==================== uart_rx_frame
uart_rx_frame, I/O pins on the die edge:
(4 px per µm) Pins as bars across the die edge, other pins in grey.
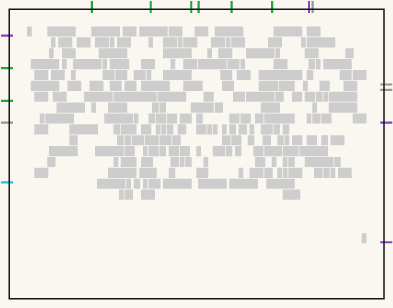

$ cat src/rtl/uart_rx_frame.sv
// uart_rx_frame: parametrised UART receiver with sent/recieved handshake and error code.
//
// Ports:
//   clk       system clock, all logic on the rising edge
//   reset     synchronous active-high reset
//   rx        asynchronous serial line, idle high
//   recieved  consumer acknowledge; clears sent
//   data      last received payload (DATA_BITS wide, first line bit in bit 0)
//   sent      payload valid, held until acknowledged
//   error     0 ok, 1 parity, 2 framing (stop = 0), 3 overrun
//
// Optional build macro: UART_RX_MAJORITY_EN
//   Defined: each bit is a 2-of-3 vote of rx_s at mid-1, mid and mid+1, decided at mid+1
//   (one extra clock of latency). Undefined: a single sample at mid-bit.
module uart_rx_frame #(
    parameter int unsigned DATA_BITS    = 8,
    parameter int unsigned CLKS_PER_BIT = 16,
    parameter int unsigned PARITY_MODE  = 1,
    parameter int unsigned STOP_BITS    = 1
) (
    input  logic                 clk,
    input  logic                 reset,
    input  logic                 rx,
    input  logic                 recieved,
    output logic [DATA_BITS-1:0] data,
    output logic                 sent,
    output logic [3:0]           error
);

    localparam int unsigned CW = $clog2(CLKS_PER_BIT);
`ifdef UART_RX_MAJORITY_EN
    localparam int unsigned VOTE_DELAY = 1;
`else
    localparam int unsigned VOTE_DELAY = 0;
`endif
    // Start bit is decided half a bit in; every later decision lands one full bit after it.
    localparam logic [CW-1:0] START_DEC = CW'(CLKS_PER_BIT / 2 - 1 + VOTE_DELAY);
    localparam logic [CW-1:0] BIT_DEC   = CW'(CLKS_PER_BIT - 1);
    localparam logic [3:0]    LAST_DATA = 4'(DATA_BITS - 1);
    localparam logic [3:0]    LAST_STOP = 4'(STOP_BITS - 1);
    localparam logic          ODD       = 1'(PARITY_MODE == 2);

    typedef enum logic [2:0] {
        StIdle,
        StStart,
        StData,
        StParity,
        StStop,
        StComplete,
        StWaitHigh
    } state_e;

    state_e               state_q;
    logic [1:0]           sync_q;
    logic [CW-1:0]        cnt_q;
    logic [3:0]           idx_q;
    logic [DATA_BITS-1:0] shift_q;
    logic                 par_err_q;
    logic                 stop_err_q;
`ifdef UART_RX_MAJORITY_EN
    logic [1:0]           hist_q;   // rx_s one and two clocks ago
`endif

    logic rx_s;
    logic bit_val;
    logic par_exp;
    logic frame_err;

    always_comb begin
        rx_s = sync_q[1];
`ifdef UART_RX_MAJORITY_EN
        bit_val = (hist_q[1] & hist_q[0]) | (hist_q[1] & rx_s) | (hist_q[0] & rx_s);
`else
        bit_val = rx_s;
`endif
        par_exp   = (^shift_q) ^ ODD;
        frame_err = stop_err_q | ~bit_val;
    end

    always_ff @(posedge clk) begin
        if (reset) begin
            state_q    <= StIdle;
            sync_q     <= 2'b11;
            cnt_q      <= '0;
            idx_q      <= '0;
            shift_q    <= '0;
            par_err_q  <= 1'b0;
            stop_err_q <= 1'b0;
            data       <= '0;
            sent       <= 1'b0;
            error      <= 4'd0;
`ifdef UART_RX_MAJORITY_EN
            hist_q     <= 2'b11;
`endif
        end else begin
            sync_q <= {sync_q[0], rx};
`ifdef UART_RX_MAJORITY_EN
            hist_q <= {hist_q[0], rx_s};
`endif
            // Ack first; a frame finishing in the same cycle re-asserts sent below.
            if (sent && recieved) begin
                sent <= 1'b0;
            end

            unique case (state_q)
                StIdle: begin
                    cnt_q <= '0;
                    if (!rx_s) begin
                        state_q <= StStart;
                    end
                end
                StStart: begin
                    if (cnt_q == START_DEC) begin
                        cnt_q <= '0;
                        idx_q <= '0;
                        state_q <= bit_val ? StIdle : StData;
                    end else begin
                        cnt_q <= cnt_q + 1'b1;
                    end
                end
                StData: begin
                    if (cnt_q == BIT_DEC) begin
                        cnt_q   <= '0;
                        shift_q <= {bit_val, shift_q[DATA_BITS-1:1]};
                        idx_q   <= idx_q + 1'b1;
                        if (idx_q == LAST_DATA) begin
                            idx_q      <= '0;
                            par_err_q  <= 1'b0;
                            stop_err_q <= 1'b0;
                            state_q    <= (PARITY_MODE != 0) ? StParity : StStop;
                        end
                    end else begin
                        cnt_q <= cnt_q + 1'b1;
                    end
                end
                StParity: begin
                    if (cnt_q == BIT_DEC) begin
                        cnt_q     <= '0;
                        par_err_q <= (bit_val != par_exp);
                        state_q   <= StStop;
                    end else begin
                        cnt_q <= cnt_q + 1'b1;
                    end
                end
                StStop: begin
                    if (cnt_q == BIT_DEC) begin
                        cnt_q <= '0;
                        if (idx_q == LAST_STOP) begin
                            // Outputs load on this edge so they are valid the edge after
                            // the final stop sample; COMPLETE then only watches the line.
                            state_q <= StComplete;
                            if (par_err_q) begin
                                data  <= shift_q;
                                error <= 4'd1;
                            end else if (frame_err) begin
                                data  <= shift_q;
                                error <= 4'd2;
                            end else if (!sent || recieved) begin
                                data  <= shift_q;
                                error <= 4'd0;
                                sent  <= 1'b1;
                            end else begin
                                error <= 4'd3;
                            end
                        end else begin
                            stop_err_q <= stop_err_q | ~bit_val;
                            idx_q      <= idx_q + 1'b1;
                        end
                    end else begin
                        cnt_q <= cnt_q + 1'b1;
                    end
                end
                StComplete: begin
                    // A line still low here is a break; wait for idle before re-arming.
                    state_q <= rx_s ? StIdle : StWaitHigh;
                end
                StWaitHigh: begin
                    if (rx_s) begin
                        state_q <= StIdle;
                    end
                end
                default: begin
                    state_q <= StIdle;
                end
            endcase
        end
    end

endmodule
$ cat config.mk
export PLATFORM = sky130hd
export DESIGN_NAME = uart_rx_frame
export DESIGN_NICKNAME = d
export VERILOG_FILES = /design/src/rtl/uart_rx_frame.sv
export SDC_FILE = /design/constraint.sdc
export NUM_CORES = 1
export LEC_CHECK = 0
export CAP_MARGIN = 10
export CORE_ASPECT_RATIO = 0.75
export CORE_MARGIN = 4
export CORE_UTILIZATION = 32
export DETAILED_ROUTE_END_ITERATION = 10
export GPL_TIMING_DRIVEN = 1
export SLEW_MARGIN = 0
export SYNTH_ARGS = -nofsm -noshare
export SYNTH_HDL_FRONTEND = slang
export SYNTH_SLANG_ARGS = --single-unit
$ cat constraint.sdc
create_clock -name clk -period 2.1 [get_ports clk]
set_clock_uncertainty 0.15 [all_clocks]
set_input_delay 0.42 -clock clk [delete_from_list [all_inputs] [get_ports clk]]
set_output_delay 0.42 -clock clk [all_outputs]
set_load 0.005 [all_outputs]
==================== rll_key_loader
<file path="src/rtl/rll_key_loader.sv">
// Key loader for an RLL-locked core: fetches key words plus an XOR checksum word
// from a key store over req/ack, and presents the key only once the checksum matches.
module rll_key_loader #(
  parameter int KEY_WIDTH  = 32,
  parameter int WORD_WIDTH = 8,
  parameter int TIMEOUT    = 255,
  localparam int NWORDS    = KEY_WIDTH / WORD_WIDTH,
  localparam int ADDR_W    = $clog2(NWORDS + 1),
  localparam int TCNT_W    = (TIMEOUT < 2) ? 1 : $clog2(TIMEOUT + 1)
) (
  input  logic                  clk,
  input  logic                  rst_n,
  input  logic                  start,
  input  logic                  zeroize,
  output logic                  mem_req,
  output logic [ADDR_W-1:0]     mem_addr,
  input  logic                  mem_ack,
  input  logic [WORD_WIDTH-1:0] mem_data,
  output logic [KEY_WIDTH-1:0]  key_out,
  output logic                  key_valid,
  output logic                  busy,
  output logic                  error
);

  typedef enum logic [2:0] {IDLE, FETCH, GAP, CHECK, DONE, ERR} state_t;

  localparam logic [ADDR_W-1:0] LAST_IDX  = ADDR_W'(NWORDS);
  localparam logic [TCNT_W-1:0] TCNT_LAST = TCNT_W'(TIMEOUT - 1);

  state_t                state;
  logic [ADDR_W-1:0]     index;
  logic [KEY_WIDTH-1:0]  staging;
  logic [WORD_WIDTH-1:0] acc;
  logic [WORD_WIDTH-1:0] csum;
  logic [TCNT_W-1:0]     tcount;

  assign mem_addr = index;

  always_ff @(posedge clk or negedge rst_n) begin
    if (!rst_n) begin
      state     <= IDLE;
      index     <= '0;
      staging   <= '0;
      acc       <= '0;
      csum      <= '0;
      tcount    <= '0;
      mem_req   <= 1'b0;
      key_out   <= '0;
      key_valid <= 1'b0;
      busy      <= 1'b0;
      error     <= 1'b0;
    end else if (zeroize) begin
      state     <= IDLE;
      index     <= '0;
      staging   <= '0;
      acc       <= '0;
      csum      <= '0;
      tcount    <= '0;
      mem_req   <= 1'b0;
      key_out   <= '0;
      key_valid <= 1'b0;
      busy      <= 1'b0;
      error     <= 1'b0;
    end else begin
      case (state)
        IDLE, DONE, ERR: begin
          if (start) begin
            state     <= FETCH;
            index     <= '0;
            acc       <= '0;
            tcount    <= '0;
            mem_req   <= 1'b1;
            key_out   <= '0;
            key_valid <= 1'b0;
            busy      <= 1'b1;
            error     <= 1'b0;
          end
        end
        FETCH: begin
          if (mem_ack) begin
            tcount  <= '0;
            mem_req <= 1'b0;
            if (index == LAST_IDX) begin
              csum  <= mem_data;
              state <= CHECK;
            end else begin
              for (int k = 0; k < NWORDS; k++) begin
                if (index == ADDR_W'(k)) staging[k*WORD_WIDTH +: WORD_WIDTH] <= mem_data;
              end
              acc   <= acc ^ mem_data;
              index <= index + 1'b1;
              state <= GAP;
            end
          end else if (tcount == TCNT_LAST) begin
            // Key store never answered: abandon the load, nothing staged is exposed.
            mem_req <= 1'b0;
            busy    <= 1'b0;
            error   <= 1'b1;
            state   <= ERR;
          end else begin
            tcount <= tcount + 1'b1;
          end
        end
        GAP: begin
          mem_req <= 1'b1;
          state   <= FETCH;
        end
        CHECK: begin
          busy <= 1'b0;
          if (acc == csum) begin
            key_out   <= staging;
            key_valid <= 1'b1;
            state     <= DONE;
          end else begin
            error <= 1'b1;
            state <= ERR;
          end
        end
        default: state <= IDLE;
      endcase
    end
  end

endmodule

</file>
<file path="config.mk">
export PLATFORM = sky130hd
export DESIGN_NAME = rll_key_loader
export DESIGN_NICKNAME = d
export VERILOG_FILES = /design/src/rtl/rll_key_loader.sv
export SDC_FILE = /design/constraint.sdc
export NUM_CORES = 1
export LEC_CHECK = 0
export CORE_ASPECT_RATIO = 1.5
export CORE_MARGIN = 3
export CORE_UTILIZATION = 59
export DETAILED_ROUTE_END_ITERATION = 8
export DONT_BUFFER_PORTS = 1
export PLACE_DENSITY = 0.75
export SLEW_MARGIN = 20
export SYNTH_ARGS = -nofsm -noshare
export SYNTH_HDL_FRONTEND = slang
export SYNTH_SLANG_ARGS = --single-unit
</file>
<file path="constraint.sdc">
create_clock -name clk -period 3.6 [get_ports clk]
set_input_delay 0.72 -clock clk [delete_from_list [all_inputs] [get_ports clk]]
set_output_delay 0.72 -clock clk [all_outputs]
set_load 0.03 [all_outputs]
</file>
==================== sr_cmd_conditioner_flat
File: src/rtl/sr_cmd_conditioner_if.sv
// Set/reset command bundle: raw button requests in, conditioned SR pulses and debounced levels out.
// Master drives the raw requests; slave is the conditioner producing S/R.
interface sr_cmd_conditioner_if;
    logic btn_set;
    logic btn_reset;
    logic S;
    logic R;
    logic conflict;
    logic set_level;
    logic reset_level;

    modport master (
        output btn_set, btn_reset,
        input  S, R, conflict, set_level, reset_level
    );

    modport slave (
        input  btn_set, btn_reset,
        output S, R, conflict, set_level, reset_level
    );
endinterface

File: src/rtl/sr_cmd_conditioner.sv
// Synchronise + debounce raw set/reset lines, emit one-cycle S/R pulses that are never both high.
// Latency: S/R rise 2+DEBOUNCE_CYCLES edges after a stable input; no backpressure, pulses are fire-and-forget.
module sr_cmd_conditioner #(
    parameter int DEBOUNCE_CYCLES = 4,
    parameter int CONFLICT_MODE   = 0,
    parameter int CNT_W           = $clog2(DEBOUNCE_CYCLES)
) (
    input  logic                clk,
    input  logic                rst,
    sr_cmd_conditioner_if.slave bus
);
    localparam logic [CNT_W-1:0] CNT_MAX = CNT_W'(DEBOUNCE_CYCLES - 1);

    // Channel index 0 is the set line, 1 is the reset line.
    logic [1:0]            w_raw;
    logic [1:0]            r_sync1;
    logic [1:0]            r_sync2;
    logic [1:0]            r_db;
    logic [1:0]            w_db_nxt;
    logic [1:0]            w_edge;
    logic [1:0][CNT_W-1:0] r_cnt;
    logic [1:0][CNT_W-1:0] w_cnt_nxt;
    logic                  w_s_nxt;
    logic                  w_r_nxt;
    logic                  w_conflict_nxt;
    logic                  r_s;
    logic                  r_r;
    logic                  r_conflict;

    assign w_raw = {bus.btn_reset, bus.btn_set};

    always_comb begin
        w_db_nxt  = r_db;
        w_cnt_nxt = '0;
        for (int ch = 0; ch < 2; ch++) begin
            if (r_sync2[ch] != r_db[ch]) begin
                if (r_cnt[ch] == CNT_MAX) begin
                    w_db_nxt[ch] = r_sync2[ch];
                end else begin
                    w_cnt_nxt[ch] = r_cnt[ch] + 1'b1;
                end
            end
        end
    end

    // Pulses come from the next debounced level so S/R update on the same edge as the levels.
    assign w_edge = w_db_nxt & ~r_db;

    always_comb begin
        w_conflict_nxt = &w_edge;
        w_s_nxt        = w_edge[0];
        w_r_nxt        = w_edge[1];
        if (w_conflict_nxt) begin
            case (CONFLICT_MODE)
                1: begin
                    w_s_nxt = 1'b1;
                    w_r_nxt = 1'b0;
                end
                2: begin
                    w_s_nxt = 1'b0;
                    w_r_nxt = 1'b1;
                end
                default: begin
                    w_s_nxt = 1'b0;
                    w_r_nxt = 1'b0;
                end
            endcase
        end
    end

    always_ff @(posedge clk or posedge rst) begin
        if (rst) begin
            r_sync1    <= '0;
            r_sync2    <= '0;
            r_db       <= '0;
            r_cnt      <= '0;
            r_s        <= 1'b0;
            r_r        <= 1'b0;
            r_conflict <= 1'b0;
        end else begin
            r_sync1    <= w_raw;
            r_sync2    <= r_sync1;
            r_db       <= w_db_nxt;
            r_cnt      <= w_cnt_nxt;
            r_s        <= w_s_nxt;
            r_r        <= w_r_nxt;
            r_conflict <= w_conflict_nxt;
        end
    end

    assign bus.S           = r_s;
    assign bus.R           = r_r;
    assign bus.conflict    = r_conflict;
    assign bus.set_level   = r_db[0];
    assign bus.reset_level = r_db[1];
endmodule

File: src/flat_wrapper.sv
// flat-port wrapper written by rule: the top's interface ports become plain ports
module sr_cmd_conditioner_flat 
#(
    parameter int DEBOUNCE_CYCLES = 4,
    parameter int CONFLICT_MODE   = 0,
    parameter int CNT_W           = $clog2(DEBOUNCE_CYCLES)
)
  (clk, rst, bus_btn_set, bus_btn_reset, bus_S, bus_R, bus_conflict, bus_set_level, bus_reset_level);
  sr_cmd_conditioner_if bus_i ();
  input  logic clk;
  input  logic rst;
  input wire logic [$bits(bus_i.btn_set)-1:0] bus_btn_set;
  input wire logic [$bits(bus_i.btn_reset)-1:0] bus_btn_reset;
  output wire logic [$bits(bus_i.S)-1:0] bus_S;
  output wire logic [$bits(bus_i.R)-1:0] bus_R;
  output wire logic [$bits(bus_i.conflict)-1:0] bus_conflict;
  output wire logic [$bits(bus_i.set_level)-1:0] bus_set_level;
  output wire logic [$bits(bus_i.reset_level)-1:0] bus_reset_level;
  assign bus_i.btn_set = bus_btn_set;
  assign bus_i.btn_reset = bus_btn_reset;
  assign bus_S = bus_i.S;
  assign bus_R = bus_i.R;
  assign bus_conflict = bus_i.conflict;
  assign bus_set_level = bus_i.set_level;
  assign bus_reset_level = bus_i.reset_level;
  sr_cmd_conditioner #(.DEBOUNCE_CYCLES(DEBOUNCE_CYCLES), .CONFLICT_MODE(CONFLICT_MODE), .CNT_W(CNT_W)) u_core (.clk(clk), .rst(rst), .bus(bus_i));
endmodule
File: config.mk
export PLATFORM = sky130hd
export DESIGN_NAME = sr_cmd_conditioner_flat
export DESIGN_NICKNAME = d
export VERILOG_FILES = /design/src/rtl/sr_cmd_conditioner_if.sv /design/src/rtl/sr_cmd_conditioner.sv /design/src/flat_wrapper.sv
export SDC_FILE = /design/constraint.sdc
export NUM_CORES = 1
export LEC_CHECK = 0
export ABC_AREA = 1
export CORE_MARGIN = 1
export CORE_UTILIZATION = 35
export DETAILED_ROUTE_END_ITERATION = 16
export DONT_BUFFER_PORTS = 1
export GPL_TIMING_DRIVEN = 0
export PLACE_DENSITY = 0.48
export SYNTH_ARGS = -nofsm -noshare
export SYNTH_HDL_FRONTEND = slang
export SYNTH_SLANG_ARGS = --single-unit
File: constraint.sdc
create_clock -name clk -period 1.6 [get_ports clk]
set_clock_uncertainty 0.2 [all_clocks]
set_input_delay 0.32 -clock clk [delete_from_list [all_inputs] [get_ports clk]]
set_output_delay 0.32 -clock clk [all_outputs]
set_load 0.01 [all_outputs]
==================== dram_user_adapter_flat
`config.mk`:
```
export PLATFORM = sky130hd
export DESIGN_NAME = dram_user_adapter_flat
export DESIGN_NICKNAME = d
export VERILOG_FILES = /design/src/rtl/dram_user_adapter_if.sv /design/src/rtl/dram_user_adapter.sv /design/src/flat_wrapper.sv
export SDC_FILE = /design/constraint.sdc
export NUM_CORES = 1
export LEC_CHECK = 0
export CORE_AREA = 2 2 267 269
export DETAILED_ROUTE_END_ITERATION = 16
export DIE_AREA = 0 0 269 271
export HOLD_SLACK_MARGIN = 0.06
export SYNTH_ARGS = -nofsm -noshare
export SYNTH_HDL_FRONTEND = slang
export SYNTH_SLANG_ARGS = --single-unit
```
`constraint.sdc`:
```
create_clock -name gclk -period 4 [get_ports gclk]
set_clock_uncertainty 0.1 [all_clocks]
set_input_delay 0.8 -clock gclk [delete_from_list [all_inputs] [get_ports gclk]]
set_output_delay 0.8 -clock gclk [all_outputs]
set_load 0.03 [all_outputs]
```
`src/rtl/dram_user_adapter_if.sv`:
```
// Signal bundle between the core-side request/response channel, the adapter and the
// DRAM controller FIFO user interface; slave = adapter view, master = core/controller view.
interface dram_user_adapter_if #(
    parameter int ADDR_W      = 26,
    parameter int DATA_W      = 128,
    parameter int DRAM_ADDR_W = 28,
    parameter int DRAM_DATA_W = 144,
    parameter int TAG_W       = 4
);
    // Core channel: a beat transfers on any cycle where req_val & req_rdy are both high;
    // responses are pushed with resp_val and cannot be back-pressured.
    logic                   req_val;
    logic                   req_rdy;
    logic                   req_rw;
    logic [ADDR_W-1:0]      req_addr;
    logic [TAG_W-1:0]       req_tag;
    logic [DATA_W-1:0]      req_data;
    logic                   resp_val;
    logic [DATA_W-1:0]      resp_data;
    logic [TAG_W-1:0]       resp_tag;
    logic                   resp_last;
    logic                   err_unexp;
    logic [DRAM_ADDR_W-1:0] dram_addr;
    logic                   dram_read;
    logic                   dram_write_af;
    logic                   dram_af_full;
    logic [DRAM_DATA_W-1:0] dram_wdata;
    logic                   dram_write_wb;
    logic                   dram_wb_full;
    logic [DRAM_DATA_W-1:0] dram_rdata;
    logic                   dram_read_rb;
    logic                   dram_rb_empty;
    logic                   dram_rb_full;
    logic [31:0]            stat_rd;
    logic [31:0]            stat_wr;

    modport slave (
        input  req_val, req_rw, req_addr, req_tag, req_data,
        input  dram_af_full, dram_wb_full, dram_rdata, dram_rb_empty, dram_rb_full,
        output req_rdy, resp_val, resp_data, resp_tag, resp_last, err_unexp,
        output dram_addr, dram_read, dram_write_af, dram_wdata, dram_write_wb, dram_read_rb,
        output stat_rd, stat_wr
    );

    modport master (
        output req_val, req_rw, req_addr, req_tag, req_data,
        output dram_af_full, dram_wb_full, dram_rdata, dram_rb_empty, dram_rb_full,
        input  req_rdy, resp_val, resp_data, resp_tag, resp_last, err_unexp,
        input  dram_addr, dram_read, dram_write_af, dram_wdata, dram_write_wb, dram_read_rb,
        input  stat_rd, stat_wr
    );
endinterface

```
`src/rtl/dram_user_adapter.sv`:
```
// Bridge from the core memory channel to the DRAM controller address/write/read FIFOs,
// with read credits and tag return. Optional command counters: define DRAMIF_STATS_EN.
module dram_user_adapter #(
    parameter int ADDR_W      = 26,
    parameter int DATA_W      = 128,
    parameter int DRAM_ADDR_W = 28,
    parameter int DRAM_DATA_W = 144,
    parameter int BEATS       = 2,
    parameter int TAG_W       = 4,
    parameter int MAX_OUT     = 8,
    parameter int INIT_CYCLES = 8192
) (
    input logic gclk,
    input logic rst,
    dram_user_adapter_if.slave bus
);
    localparam int INIT_W = $clog2(INIT_CYCLES + 1);
    localparam int BW     = (BEATS > 1) ? $clog2(BEATS) : 1;
    localparam int PW     = (MAX_OUT > 1) ? $clog2(MAX_OUT) : 1;
    localparam int CW     = PW + 1;
    localparam logic [BW-1:0]     LAST_BEAT = BW'(BEATS - 1);
    localparam logic [CW-1:0]     MAX_CNT   = CW'(MAX_OUT);
    localparam logic [INIT_W-1:0] INIT_DONE = INIT_W'(INIT_CYCLES);

    logic [INIT_W-1:0] init_cnt_q, init_cnt_d;
    logic              af_full_q, wb_full_q, rb_full_q;
    logic [BW-1:0]     wcnt_q, wcnt_d;
    logic [BW-1:0]     rcnt_q, rcnt_d;
    logic [ADDR_W-1:0] addr_q, addr_d;
    logic [CW-1:0]     out_cnt_q, out_cnt_d;
    logic [PW-1:0]     wr_ptr_q, wr_ptr_d;
    logic [PW-1:0]     rd_ptr_q, rd_ptr_d;
    logic              err_q, err_d;
    logic [TAG_W-1:0]  tag_mem_q [MAX_OUT];

    logic ready_init, base_rdy, rd_credit, req_rdy;
    logic wr_acc, rd_acc, wr_last, pop, pop_last;

    assign ready_init = (init_cnt_q == INIT_DONE);
    assign base_rdy   = ready_init & ~af_full_q & ~wb_full_q & ~rb_full_q;
    // Reads wait for the end of any write burst so AF entries never interleave with one.
    assign rd_credit  = (wcnt_q == '0) && (out_cnt_q < MAX_CNT);
    assign req_rdy    = ~rst & base_rdy & (bus.req_rw | rd_credit);
    assign wr_acc     = bus.req_val & req_rdy & bus.req_rw;
    assign rd_acc     = bus.req_val & req_rdy & ~bus.req_rw;
    assign wr_last    = wr_acc & (wcnt_q == LAST_BEAT);
    assign pop        = ~rst & ~bus.dram_rb_empty & (out_cnt_q != '0);
    assign pop_last   = pop & (rcnt_q == LAST_BEAT);

    always_comb begin
        bus.req_rdy       = req_rdy;
        bus.dram_write_wb = wr_acc;
        bus.dram_wdata    = DRAM_DATA_W'(bus.req_data);
        bus.dram_write_af = wr_last | rd_acc;
        bus.dram_read     = rd_acc;
        bus.dram_addr     = '0;
        if (rd_acc) begin
            bus.dram_addr = DRAM_ADDR_W'(bus.req_addr);
        end else if (wr_last) begin
            // Single-beat bursts never see a latched address, so take it directly.
            bus.dram_addr = (wcnt_q == '0) ? DRAM_ADDR_W'(bus.req_addr) : DRAM_ADDR_W'(addr_q);
        end
        bus.dram_read_rb  = pop;
        bus.resp_val      = pop;
        bus.resp_data     = bus.dram_rdata[DATA_W-1:0];
        bus.resp_tag      = tag_mem_q[rd_ptr_q];
        bus.resp_last     = (rcnt_q == LAST_BEAT);
        bus.err_unexp     = err_q;
    end

    always_comb begin
        init_cnt_d = ready_init ? init_cnt_q : init_cnt_q + INIT_W'(1);
        wcnt_d     = wcnt_q;
        addr_d     = addr_q;
        rcnt_d     = rcnt_q;
        out_cnt_d  = out_cnt_q;
        wr_ptr_d   = wr_ptr_q;
        rd_ptr_d   = rd_ptr_q;
        err_d      = err_q | (~bus.dram_rb_empty & (out_cnt_q == '0));
        if (wr_acc) begin
            wcnt_d = wr_last ? '0 : wcnt_q + BW'(1);
            if (wcnt_q == '0) addr_d = bus.req_addr;
        end
        if (pop) rcnt_d = pop_last ? '0 : rcnt_q + BW'(1);
        if (rd_acc) wr_ptr_d = wr_ptr_q + PW'(1);
        if (pop_last) rd_ptr_d = rd_ptr_q + PW'(1);
        case ({rd_acc, pop_last})
            2'b10:   out_cnt_d = out_cnt_q + CW'(1);
            2'b01:   out_cnt_d = out_cnt_q - CW'(1);
            default: out_cnt_d = out_cnt_q;
        endcase
    end

    always_ff @(posedge gclk) begin
        if (rst) begin
            init_cnt_q <= '0;
            af_full_q  <= 1'b0;
            wb_full_q  <= 1'b0;
            rb_full_q  <= 1'b0;
            wcnt_q     <= '0;
            rcnt_q     <= '0;
            addr_q     <= '0;
            out_cnt_q  <= '0;
            wr_ptr_q   <= '0;
            rd_ptr_q   <= '0;
            err_q      <= 1'b0;
        end else begin
            init_cnt_q <= init_cnt_d;
            af_full_q  <= bus.dram_af_full;
            wb_full_q  <= bus.dram_wb_full;
            rb_full_q  <= bus.dram_rb_full;
            wcnt_q     <= wcnt_d;
            rcnt_q     <= rcnt_d;
            addr_q     <= addr_d;
            out_cnt_q  <= out_cnt_d;
            wr_ptr_q   <= wr_ptr_d;
            rd_ptr_q   <= rd_ptr_d;
            err_q      <= err_d;
        end
    end

    // Tag storage is qualified by the pointers, so it needs no reset.
    always_ff @(posedge gclk) begin
        if (rd_acc) tag_mem_q[wr_ptr_q] <= bus.req_tag;
    end

    generate
        if (DRAM_DATA_W > DATA_W) begin : g_rdata_hi
            logic unused_rdata_hi;
            assign unused_rdata_hi = ^bus.dram_rdata[DRAM_DATA_W-1:DATA_W];
        end
    endgenerate

`ifdef DRAMIF_STATS_EN
    logic [31:0] stat_rd_q, stat_rd_d, stat_wr_q, stat_wr_d;

    always_comb begin
        stat_rd_d = stat_rd_q;
        stat_wr_d = stat_wr_q;
        if (rd_acc && stat_rd_q != '1) stat_rd_d = stat_rd_q + 32'd1;
        if (wr_last && stat_wr_q != '1) stat_wr_d = stat_wr_q + 32'd1;
    end

    always_ff @(posedge gclk) begin
        if (rst) begin
            stat_rd_q <= '0;
            stat_wr_q <= '0;
        end else begin
            stat_rd_q <= stat_rd_d;
            stat_wr_q <= stat_wr_d;
        end
    end

    assign bus.stat_rd = stat_rd_q;
    assign bus.stat_wr = stat_wr_q;
`else
    assign bus.stat_rd = '0;
    assign bus.stat_wr = '0;
`endif
endmodule

```
`src/flat_wrapper.sv`:
```
// flat-port wrapper written by rule: the top's interface ports become plain ports
module dram_user_adapter_flat 
#(
    parameter int ADDR_W      = 26,
    parameter int DATA_W      = 128,
    parameter int DRAM_ADDR_W = 28,
    parameter int DRAM_DATA_W = 144,
    parameter int BEATS       = 2,
    parameter int TAG_W       = 4,
    parameter int MAX_OUT     = 8,
    parameter int INIT_CYCLES = 8192
)
  (gclk, rst, bus_req_val, bus_req_rw, bus_req_addr, bus_req_tag, bus_req_data, bus_dram_af_full, bus_dram_wb_full, bus_dram_rdata, bus_dram_rb_empty, bus_dram_rb_full, bus_req_rdy, bus_resp_val, bus_resp_data, bus_resp_tag, bus_resp_last, bus_err_unexp, bus_dram_addr, bus_dram_read, bus_dram_write_af, bus_dram_wdata, bus_dram_write_wb, bus_dram_read_rb, bus_stat_rd, bus_stat_wr);
  dram_user_adapter_if #(.ADDR_W(ADDR_W), .DATA_W(DATA_W), .DRAM_ADDR_W(DRAM_ADDR_W), .DRAM_DATA_W(DRAM_DATA_W), .TAG_W(TAG_W)) bus_i ();
  input logic gclk;
  input logic rst;
  input wire logic [$bits(bus_i.req_val)-1:0] bus_req_val;
  input wire logic [$bits(bus_i.req_rw)-1:0] bus_req_rw;
  input wire logic [$bits(bus_i.req_addr)-1:0] bus_req_addr;
  input wire logic [$bits(bus_i.req_tag)-1:0] bus_req_tag;
  input wire logic [$bits(bus_i.req_data)-1:0] bus_req_data;
  input wire logic [$bits(bus_i.dram_af_full)-1:0] bus_dram_af_full;
  input wire logic [$bits(bus_i.dram_wb_full)-1:0] bus_dram_wb_full;
  input wire logic [$bits(bus_i.dram_rdata)-1:0] bus_dram_rdata;
  input wire logic [$bits(bus_i.dram_rb_empty)-1:0] bus_dram_rb_empty;
  input wire logic [$bits(bus_i.dram_rb_full)-1:0] bus_dram_rb_full;
  output wire logic [$bits(bus_i.req_rdy)-1:0] bus_req_rdy;
  output wire logic [$bits(bus_i.resp_val)-1:0] bus_resp_val;
  output wire logic [$bits(bus_i.resp_data)-1:0] bus_resp_data;
  output wire logic [$bits(bus_i.resp_tag)-1:0] bus_resp_tag;
  output wire logic [$bits(bus_i.resp_last)-1:0] bus_resp_last;
  output wire logic [$bits(bus_i.err_unexp)-1:0] bus_err_unexp;
  output wire logic [$bits(bus_i.dram_addr)-1:0] bus_dram_addr;
  output wire logic [$bits(bus_i.dram_read)-1:0] bus_dram_read;
  output wire logic [$bits(bus_i.dram_write_af)-1:0] bus_dram_write_af;
  output wire logic [$bits(bus_i.dram_wdata)-1:0] bus_dram_wdata;
  output wire logic [$bits(bus_i.dram_write_wb)-1:0] bus_dram_write_wb;
  output wire logic [$bits(bus_i.dram_read_rb)-1:0] bus_dram_read_rb;
  output wire logic [$bits(bus_i.stat_rd)-1:0] bus_stat_rd;
  output wire logic [$bits(bus_i.stat_wr)-1:0] bus_stat_wr;
  assign bus_i.req_val = bus_req_val;
  assign bus_i.req_rw = bus_req_rw;
  assign bus_i.req_addr = bus_req_addr;
  assign bus_i.req_tag = bus_req_tag;
  assign bus_i.req_data = bus_req_data;
  assign bus_i.dram_af_full = bus_dram_af_full;
  assign bus_i.dram_wb_full = bus_dram_wb_full;
  assign bus_i.dram_rdata = bus_dram_rdata;
  assign bus_i.dram_rb_empty = bus_dram_rb_empty;
  assign bus_i.dram_rb_full = bus_dram_rb_full;
  assign bus_req_rdy = bus_i.req_rdy;
  assign bus_resp_val = bus_i.resp_val;
  assign bus_resp_data = bus_i.resp_data;
  assign bus_resp_tag = bus_i.resp_tag;
  assign bus_resp_last = bus_i.resp_last;
  assign bus_err_unexp = bus_i.err_unexp;
  assign bus_dram_addr = bus_i.dram_addr;
  assign bus_dram_read = bus_i.dram_read;
  assign bus_dram_write_af = bus_i.dram_write_af;
  assign bus_dram_wdata = bus_i.dram_wdata;
  assign bus_dram_write_wb = bus_i.dram_write_wb;
  assign bus_dram_read_rb = bus_i.dram_read_rb;
  assign bus_stat_rd = bus_i.stat_rd;
  assign bus_stat_wr = bus_i.stat_wr;
  dram_user_adapter #(.ADDR_W(ADDR_W), .DATA_W(DATA_W), .DRAM_ADDR_W(DRAM_ADDR_W), .DRAM_DATA_W(DRAM_DATA_W), .BEATS(BEATS), .TAG_W(TAG_W), .MAX_OUT(MAX_OUT), .INIT_CYCLES(INIT_CYCLES)) u_core (.gclk(gclk), .rst(rst), .bus(bus_i));
endmodule
```
uart_rx_frame, gate families picked out:
(4 px per µm)
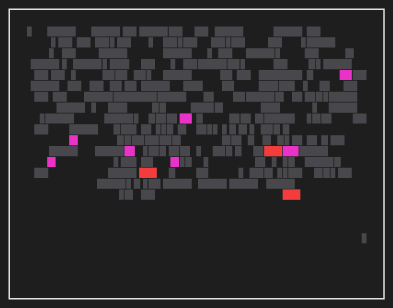
legend:
  fa/ha/maj cells:
    colour: red
    cells: 3
  and/or cells:
    colour: magenta
    cells: 7

About 'I/O pins on the die edge' of uart_rx_frame:
legend:
  `data`:
    colour: green
    pins: 8
    direction: output
    edge: 6 top, 2 left
  `error`:
    colour: purple
    pins: 4
    direction: output
    edge: 2 right, 1 top, 1 left
  `rx`:
    colour: cyan
    pins: 1
    direction: input
    edge: left
all pins by edge: 8 top, 5 left, 4 right

==> results.toml, uart_rx_frame <==
# generated from flow reports
[grt]
antenna_found_initial = 0
gr-usage-all-layers_pct = 9.837

[pwr]
vdd_drop_max_mv = 0.3303
sw_frac_of_total_pct = 22.22
power_frac_clock_pct = 46.7
p_clk_mw = 0.719

[clocking]
cts_setup_buffers = 0
worstSkewPairLatency_ns = 0.28
numCtsBuffers = 5

[synthesis]
top_cells_by_area = "dfxtp_1 39%, mux2i_1 11%, nor2_1 6.9%, xnor2_1 4.5%, a21oi_1 4.3%"
common_cells = "34 x dfxtp_1, 32 x nor2_1, 20 x mux2i_1, 15 x a21oi_1, 9 x xnor2_1"
synth_cells = 193
edf_count = 0
yosys-stat-cells = 193

[detailed_routing]
routed_wl_um = 3205
drt-initial-drc-count = 51
drc = 0

[min_path]
whs_path_depth = 1

[setup_path]
required_ns = 2.13
slowest_stage = "or3b_4"
crit_family = "simple AND/OR/NAND/NOR gates"
critPathLaunchType = "flip-flop"
worstPathMaxFanout = 5

[final_timing]
setup_viol = 0

[status]
status = "complete, no violations"

[layout]
signal_buffers = 24
buf_share_pct = 10.72
multiInputCombCellCount = 144
final_layout_top_logic_cell = "dfxtp_1"

[die]
fp_util_pct = 32.83

[placement]
port_buffers = 14
## uart_rx_frame: metrics by stage
step / hold WS [ns] / utilization [%] / power (mW) / worst slack, ns
floorplan: 0.2395 / - / 0.8039 / 0.1630
global placement: 0.2498 / 37.32 / 0.8328 / 0.1775
detailed placement: 0.2467 / 37.32 / 0.8322 / 0.1445
CTS: 0.2664 / 39.91 / 1.557 / 0.1444
global route: 0.2772 / 39.91 / 1.608 / 0.01577
finish: 0.2622 / 39.91 / 1.539 / 0.1507
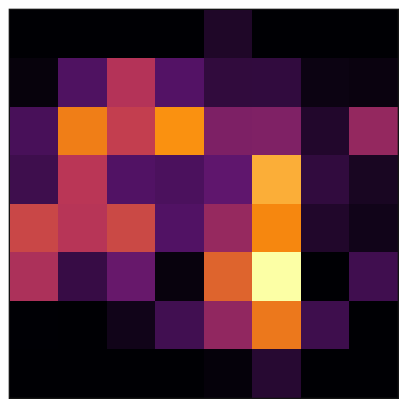
sr_cmd_conditioner_flat: signal metal coverage by tile
(10 px per µm) 8 x 8 tiles, from black (low) to pale yellow (high), scaled to the fullest tile. Values are wire area over tile area, all layers added.
fullest tile: 0.32
mean over tiles: 0.072
tiles over half the peak: 16%
nearly empty tiles: 30%
via count: 295
routed wire length: 671 µm
WL per Instance: 10.17 µm

==> results.toml, sr_cmd_conditioner_flat <==
# generated from flow reports
[status]
status = "complete, no violations"

[layout]
drive_gt1_share_pct = 5.769
final_area_um2 = 546.8
comb_area_um2 = 121.4

[grt]
grt_pass1_wl_um = 1166
grt_pass1_vias = 300
grtUsageMet2_pct = 20.42
grt_max_degree = 14
grt_use_met1_pct = 11.40

[pwr]
vdd_drop_max_mv = 0.6931
power.internal_mw = 0.5736
sw_frac_of_total_pct = 30.96
power_frac_seq_pct = 55.9

[setup_path]
rrSetupSlack_ns = 0.40
required_ns = 1.08
reg2regPathDepth = 3
cp.depth = 0
critical_path_arrival_ns = 0.71
worstPathMaxFanout = 4
crit_path_end = "bus_reset_level"

[flow_run]
warnings = 26
maxCapViolations = 0

[placement]
post-place-cells = 59
port_buffers = 0
pre_cts_ws_ns = 0.4189

[synthesis]
yosys-stat-cells = 45
mux_share_pct = 0
synth_seq_share_pct = 68.78
syn_area_um2 = 473.0
topCombFamilyByArea = "simple AND/OR/NAND/NOR gates"
simple_gate_area_share_pct = 18.25
yosys-stat-area_um2 = 473.0
synth.cellmix.xorXnorShare_pct = 0
dominantRegCellSynth = "dfrtp_1"
yosys_warnings = 0
edf_count = 0
synth_cells = 45
compound_area_share_pct = 2.116
top_cell_area_share_pct = 68.78
ys.flops = 13
synthDistinctLibCells = 8
adder_share_pct = 5.291
fp_nets = 51

[min_path]
worst_hold_path_type = "reg -> reg"
whs_path_depth = 0

[final_timing]
clock.fmax_mhz = 813.4
setup_tns_ns = 0
max_slew_margin_pct = 68.35
rsz0062_at_grt = "no"
layout_worst_path_cycle_share_pct = 76.84
final_max_slew_viol_count = 0
hold_ws_ns = 0.1514

[detailed_routing]
ant_nets = 0
via_per_inst = 4.470
wl_met3_um = 41

[clocking]
cts_setup_buffers = 0
clk_pin_slew_ns = 0.07
numCtsBuffers = 3
cts_resized = 0
htreeDepth = 1
worstSkewPairLatency_ns = 0.27

[die]
ioPinCount = 9
core-area_mm2 = 0.001186
rows = 12
-- sr_cmd_conditioner_flat: area by class of cell --
type,instances,area share (%)
clock buffer,4,4.805
sequential,13,59.50
tap,14,3.204
inverter,7,4.805
multi-input combinational,25,22.20
timing repair buffer,3,5.492
-- sr_cmd_conditioner_flat: state kept, by name, indices dropped and copies added (netlist names) --
| name | flops |
|---|---|
| u_core.r_cnt | 4 |
| u_core.r_db | 2 |
| u_core.r_sync1 | 2 |
| u_core.r_sync2 | 2 |
| u_core.bus.R | 1 |
| u_core.bus.S | 1 |
| u_core.bus.conflict | 1 |
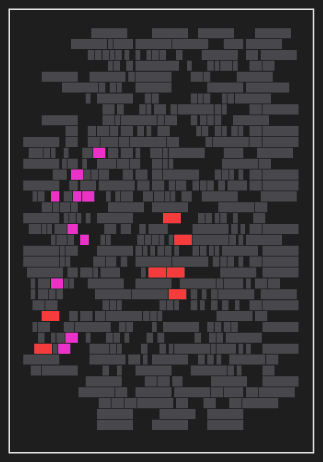
rll_key_loader: gate families picked out
(4 px per µm)
legend:
  and/or cells:
    colour: magenta
    cells: 10
    where: middle left
  fa/ha/maj cells:
    colour: red
    cells: 7
multi-input combinational area share: 37.59%
most common logic cell in the routed design: dfrtp_1
Finished Layout Cells: 489

==> results.toml, rll_key_loader <==
# generated from flow reports
[placement]
gp_congestion = 0.8326
post-dp-hpwl_um = 6020
port_buffers = 0

[detailed_routing]
routed.top_layer = "met4"
ant_nets = 0
dr.pass1.iters = 5
via_per_inst = 6.258
m1WireLength_um = 3724
drc = 0
post_drt_wl_per_cell_um = 18.59

[setup_path]
slowest_stage = "a22oi_1"
crit_path_end = "acc[5]"
reg2regPathDepth = 7
worstPathMaxFanout = 12
cp_num_buf_inv = 1

[synthesis]
synth_seq_share_pct = 57.08
async_reset_ff_share_pct = 100.0
synthDistinctLibCells = 45
edf_count = 0
ys.flops = 98
top_cells_by_area = "dfrtp_1 57%, a22o_1 6.7%, a21oi_1 5.5%, nand2_1 4.3%, nand3_1 4.2%"
synth.avg_cell_area_um2 = 10.30
yosys_warnings = 0
yosys-stat-cells = 417
syn_area_mm2 = 0.004297

[grt]
antenna_found_initial = 0
top_usage_layer = "met2"
grtUsageMet2_pct = 36.81
grt_use_met1_pct = 29.47
grt_pass1_wl_um = 15060

[final_timing]
layout_setup_ws_ns = 0.8664
fin_crit_ns = 2.734
max_slew_margin_pct = 42.47
hold_ws_ns = 0.03270

[clocking]
cts_setup_buffers = 0
cts_root_buffer = "clkbuf_8"
cts_tree = "yes"
htreeDepth = 3

[layout]
nets = 426
comb_area_mm2 = 0.001714
multiInputCombCellCount = 285
post-route-util_pct = 65.68
num-nonclk-inverters = 8
clock_buffers = 11
signal_buffers = 4
seq_cell_count = 98
fillers = 530
seq_area_share_pct = 53.77

[pwr]
p_per_area_mw_per_mm2 = 496.3
p_leak_nw = 2.017
vdd_drop_max_mv = 0.2570
p_switching_mw = 0.5991
totalPowerFinal_mw = 2.263
power_frac_clock_pct = 35.8
pwr-share-comb_pct = 11.2

[flow_run]
warnings = 30

[status]
status = "complete, no violations"

[die]
die_area_mm2 = 0.008363
-- rll_key_loader: registers in the layout (all words and copies together) (netlist names), 3 cells and up --
name	flops
acc	8
csum	8
key_out	32
mem_addr	3
staging	32
state	3
tcount	8
-- rll_key_loader: kinds of logic (layout without fill, tap and decap cells) --
family / after synthesis / in the layout / synth area share [%]
xor gates and xnor gates: 21 / 21 / 4.281
adders and majority gates: 7 / 7 / 2.038
buffers and inverters: 34 / 28 / 3.174
and+or+nand+nor: 143 / 143 / 15.96
AOI/OAI and AO/OA: 114 / 114 / 17.47
DFF: 98 / 98 / 57.08
dram_user_adapter_flat, I/O pins on the die edge:
(1.5 px per µm) Pins as bars across the die edge, other pins in grey.
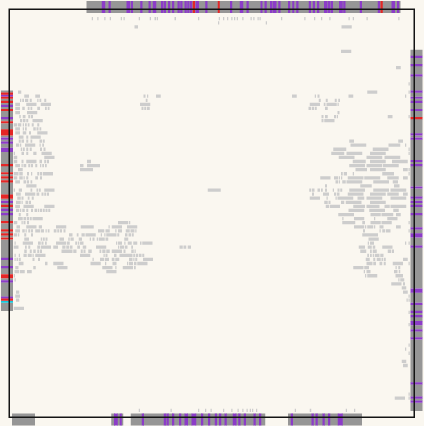
legend:
  `bus_dram_write_af`:
    colour: cyan
    pins: 1
    direction: output
    edge: left
  `bus_req_addr`:
    colour: red
    pins: 26
    direction: input
    edge: 22 left, 3 top, 1 right
  `bus_req_data`:
    colour: purple
    pins: 128
    direction: input
    edge: 50 top, 32 right, 32 bottom, 14 left
all pins by edge: 227 top, 177 right, 174 bottom, 108 left

dram_user_adapter_flat, gate families picked out:
(1.5 px per µm)
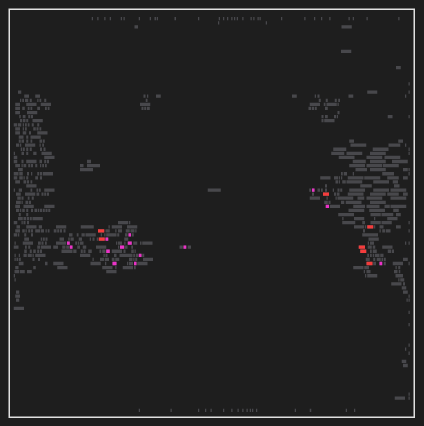
legend:
  and/or cells:
    colour: magenta
    cells: 14
  fa/ha/maj cells:
    colour: red
    cells: 7

==> results.toml, dram_user_adapter_flat <==
# generated from flow reports
[die]
rows = 97

[layout]
clock_area_share_pct = 4.387
regArea_mm2 = 0.002142
post-route-util_pct = 9.563
final_area_mm2 = 0.006674
diodes = 0
clock_buffers = 13

[final_timing]
hold_ws_ns = 0.3669
rsz0062_at_grt = "no"
setup_tns_ns = 0

[setup_path]
critPathLaunchType = "flip-flop"
critical_path_arrival_ns = 2.59
max_stage_delay_ns = 0.39
cp-end-kind = "output port"
cp_num_buf_inv = 3
cp_cell_sequence = "inv_1 > ha_1 > nor4b_1 > and4_1 > nand2_1 > buf_4 > a21oi_1 > buf_12"

[placement]
post-dp-hpwl_um = 15970
place_area_mm2 = 0.006381
port_buffers = 75

[pwr]
p_per_area_mw_per_mm2 = 307.4
vdd_drop_max_mv = 0.1598
pwr-share-comb_pct = 10.7
power_frac_clock_pct = 42.2
power.internal_mw = 1.488

[clocking]
numCtsBuffers = 9
htreeDepth = 3
worstSkewPairLatency_ns = 0.36

[synthesis]
yosys-stat-area_mm2 = 0.006751
simple_gate_area_share_pct = 13.31
synth.avg_cell_area_um2 = 8.656
edf_count = 32
synthDistinctLibCells = 41

[flow_run]
warnings = 44

[detailed_routing]
route.met2.wl_um = 7518
vias = 4271

[grt]
met3_usage_pct = 3.896

[status]
status = "complete, no violations"
dram_user_adapter_flat: final timing paths:
check                                          start  depth (start not counted)  slack [ns]                endpoint
worst max register to register  u_core.init_cnt_q[0]                          7        0.96  u_core.tag_mem_q[5][1]
worst min-delay path              u_core.rd_ptr_q[2]                          1        0.37      u_core.rd_ptr_q[2]
worst min register to register    u_core.rd_ptr_q[2]                          1        0.37      u_core.rd_ptr_q[2]
worst max-delay path            u_core.init_cnt_q[0]                          8        0.51        bus_dram_addr[4]

==> layout pictures side by side <==
Nets reached from selected ports.
panel A
(1 px per µm)
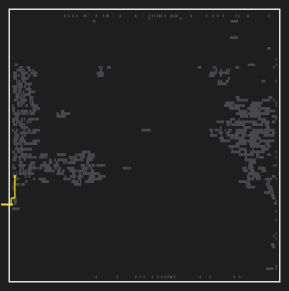
panel B
(2 px per µm)
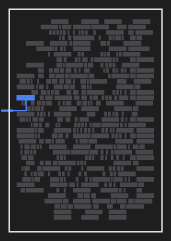
panel C
(8 px per µm)
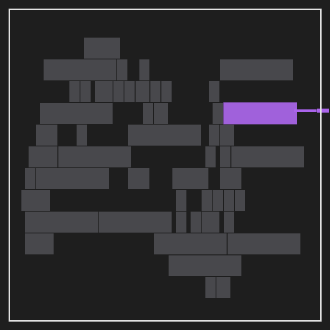
panel D
(3 px per µm)
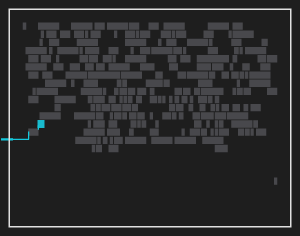
For rll_key_loader, see panel B.
For dram_user_adapter_flat, see panel A.
For sr_cmd_conditioner_flat, see panel C.
For uart_rx_frame, see panel D.



==> gallery <==
Cell outlines without signal wires.
image #1
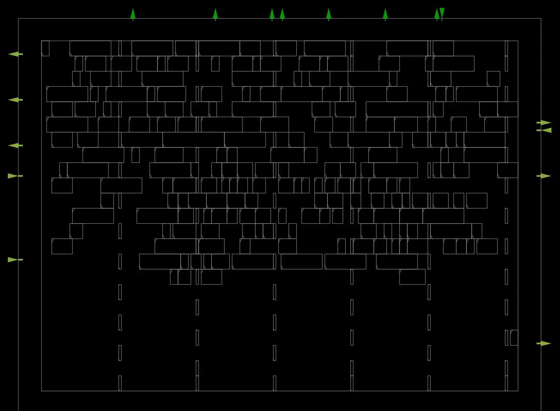
image #2
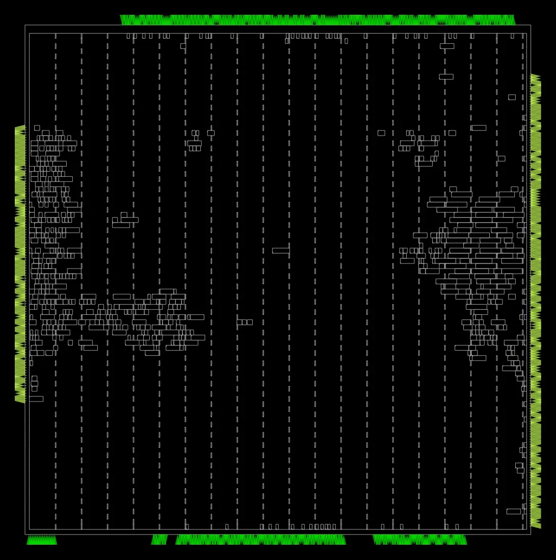
image #3
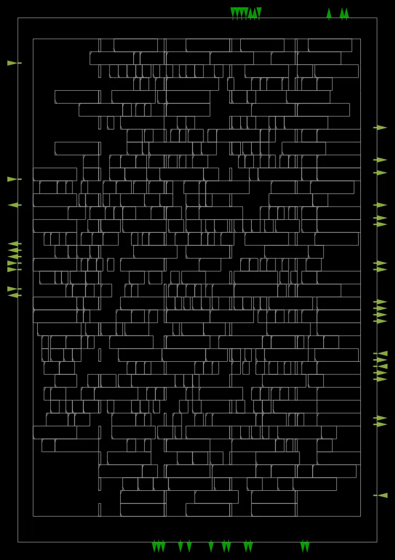
- fewest cells: image #1
- highest utilization: image #3
| picture | from |
|---|---|
| image #1 | uart_rx_frame |
| image #2 | dram_user_adapter_flat |
| image #3 | rll_key_loader |

Power and IR drop assume default switching activity.
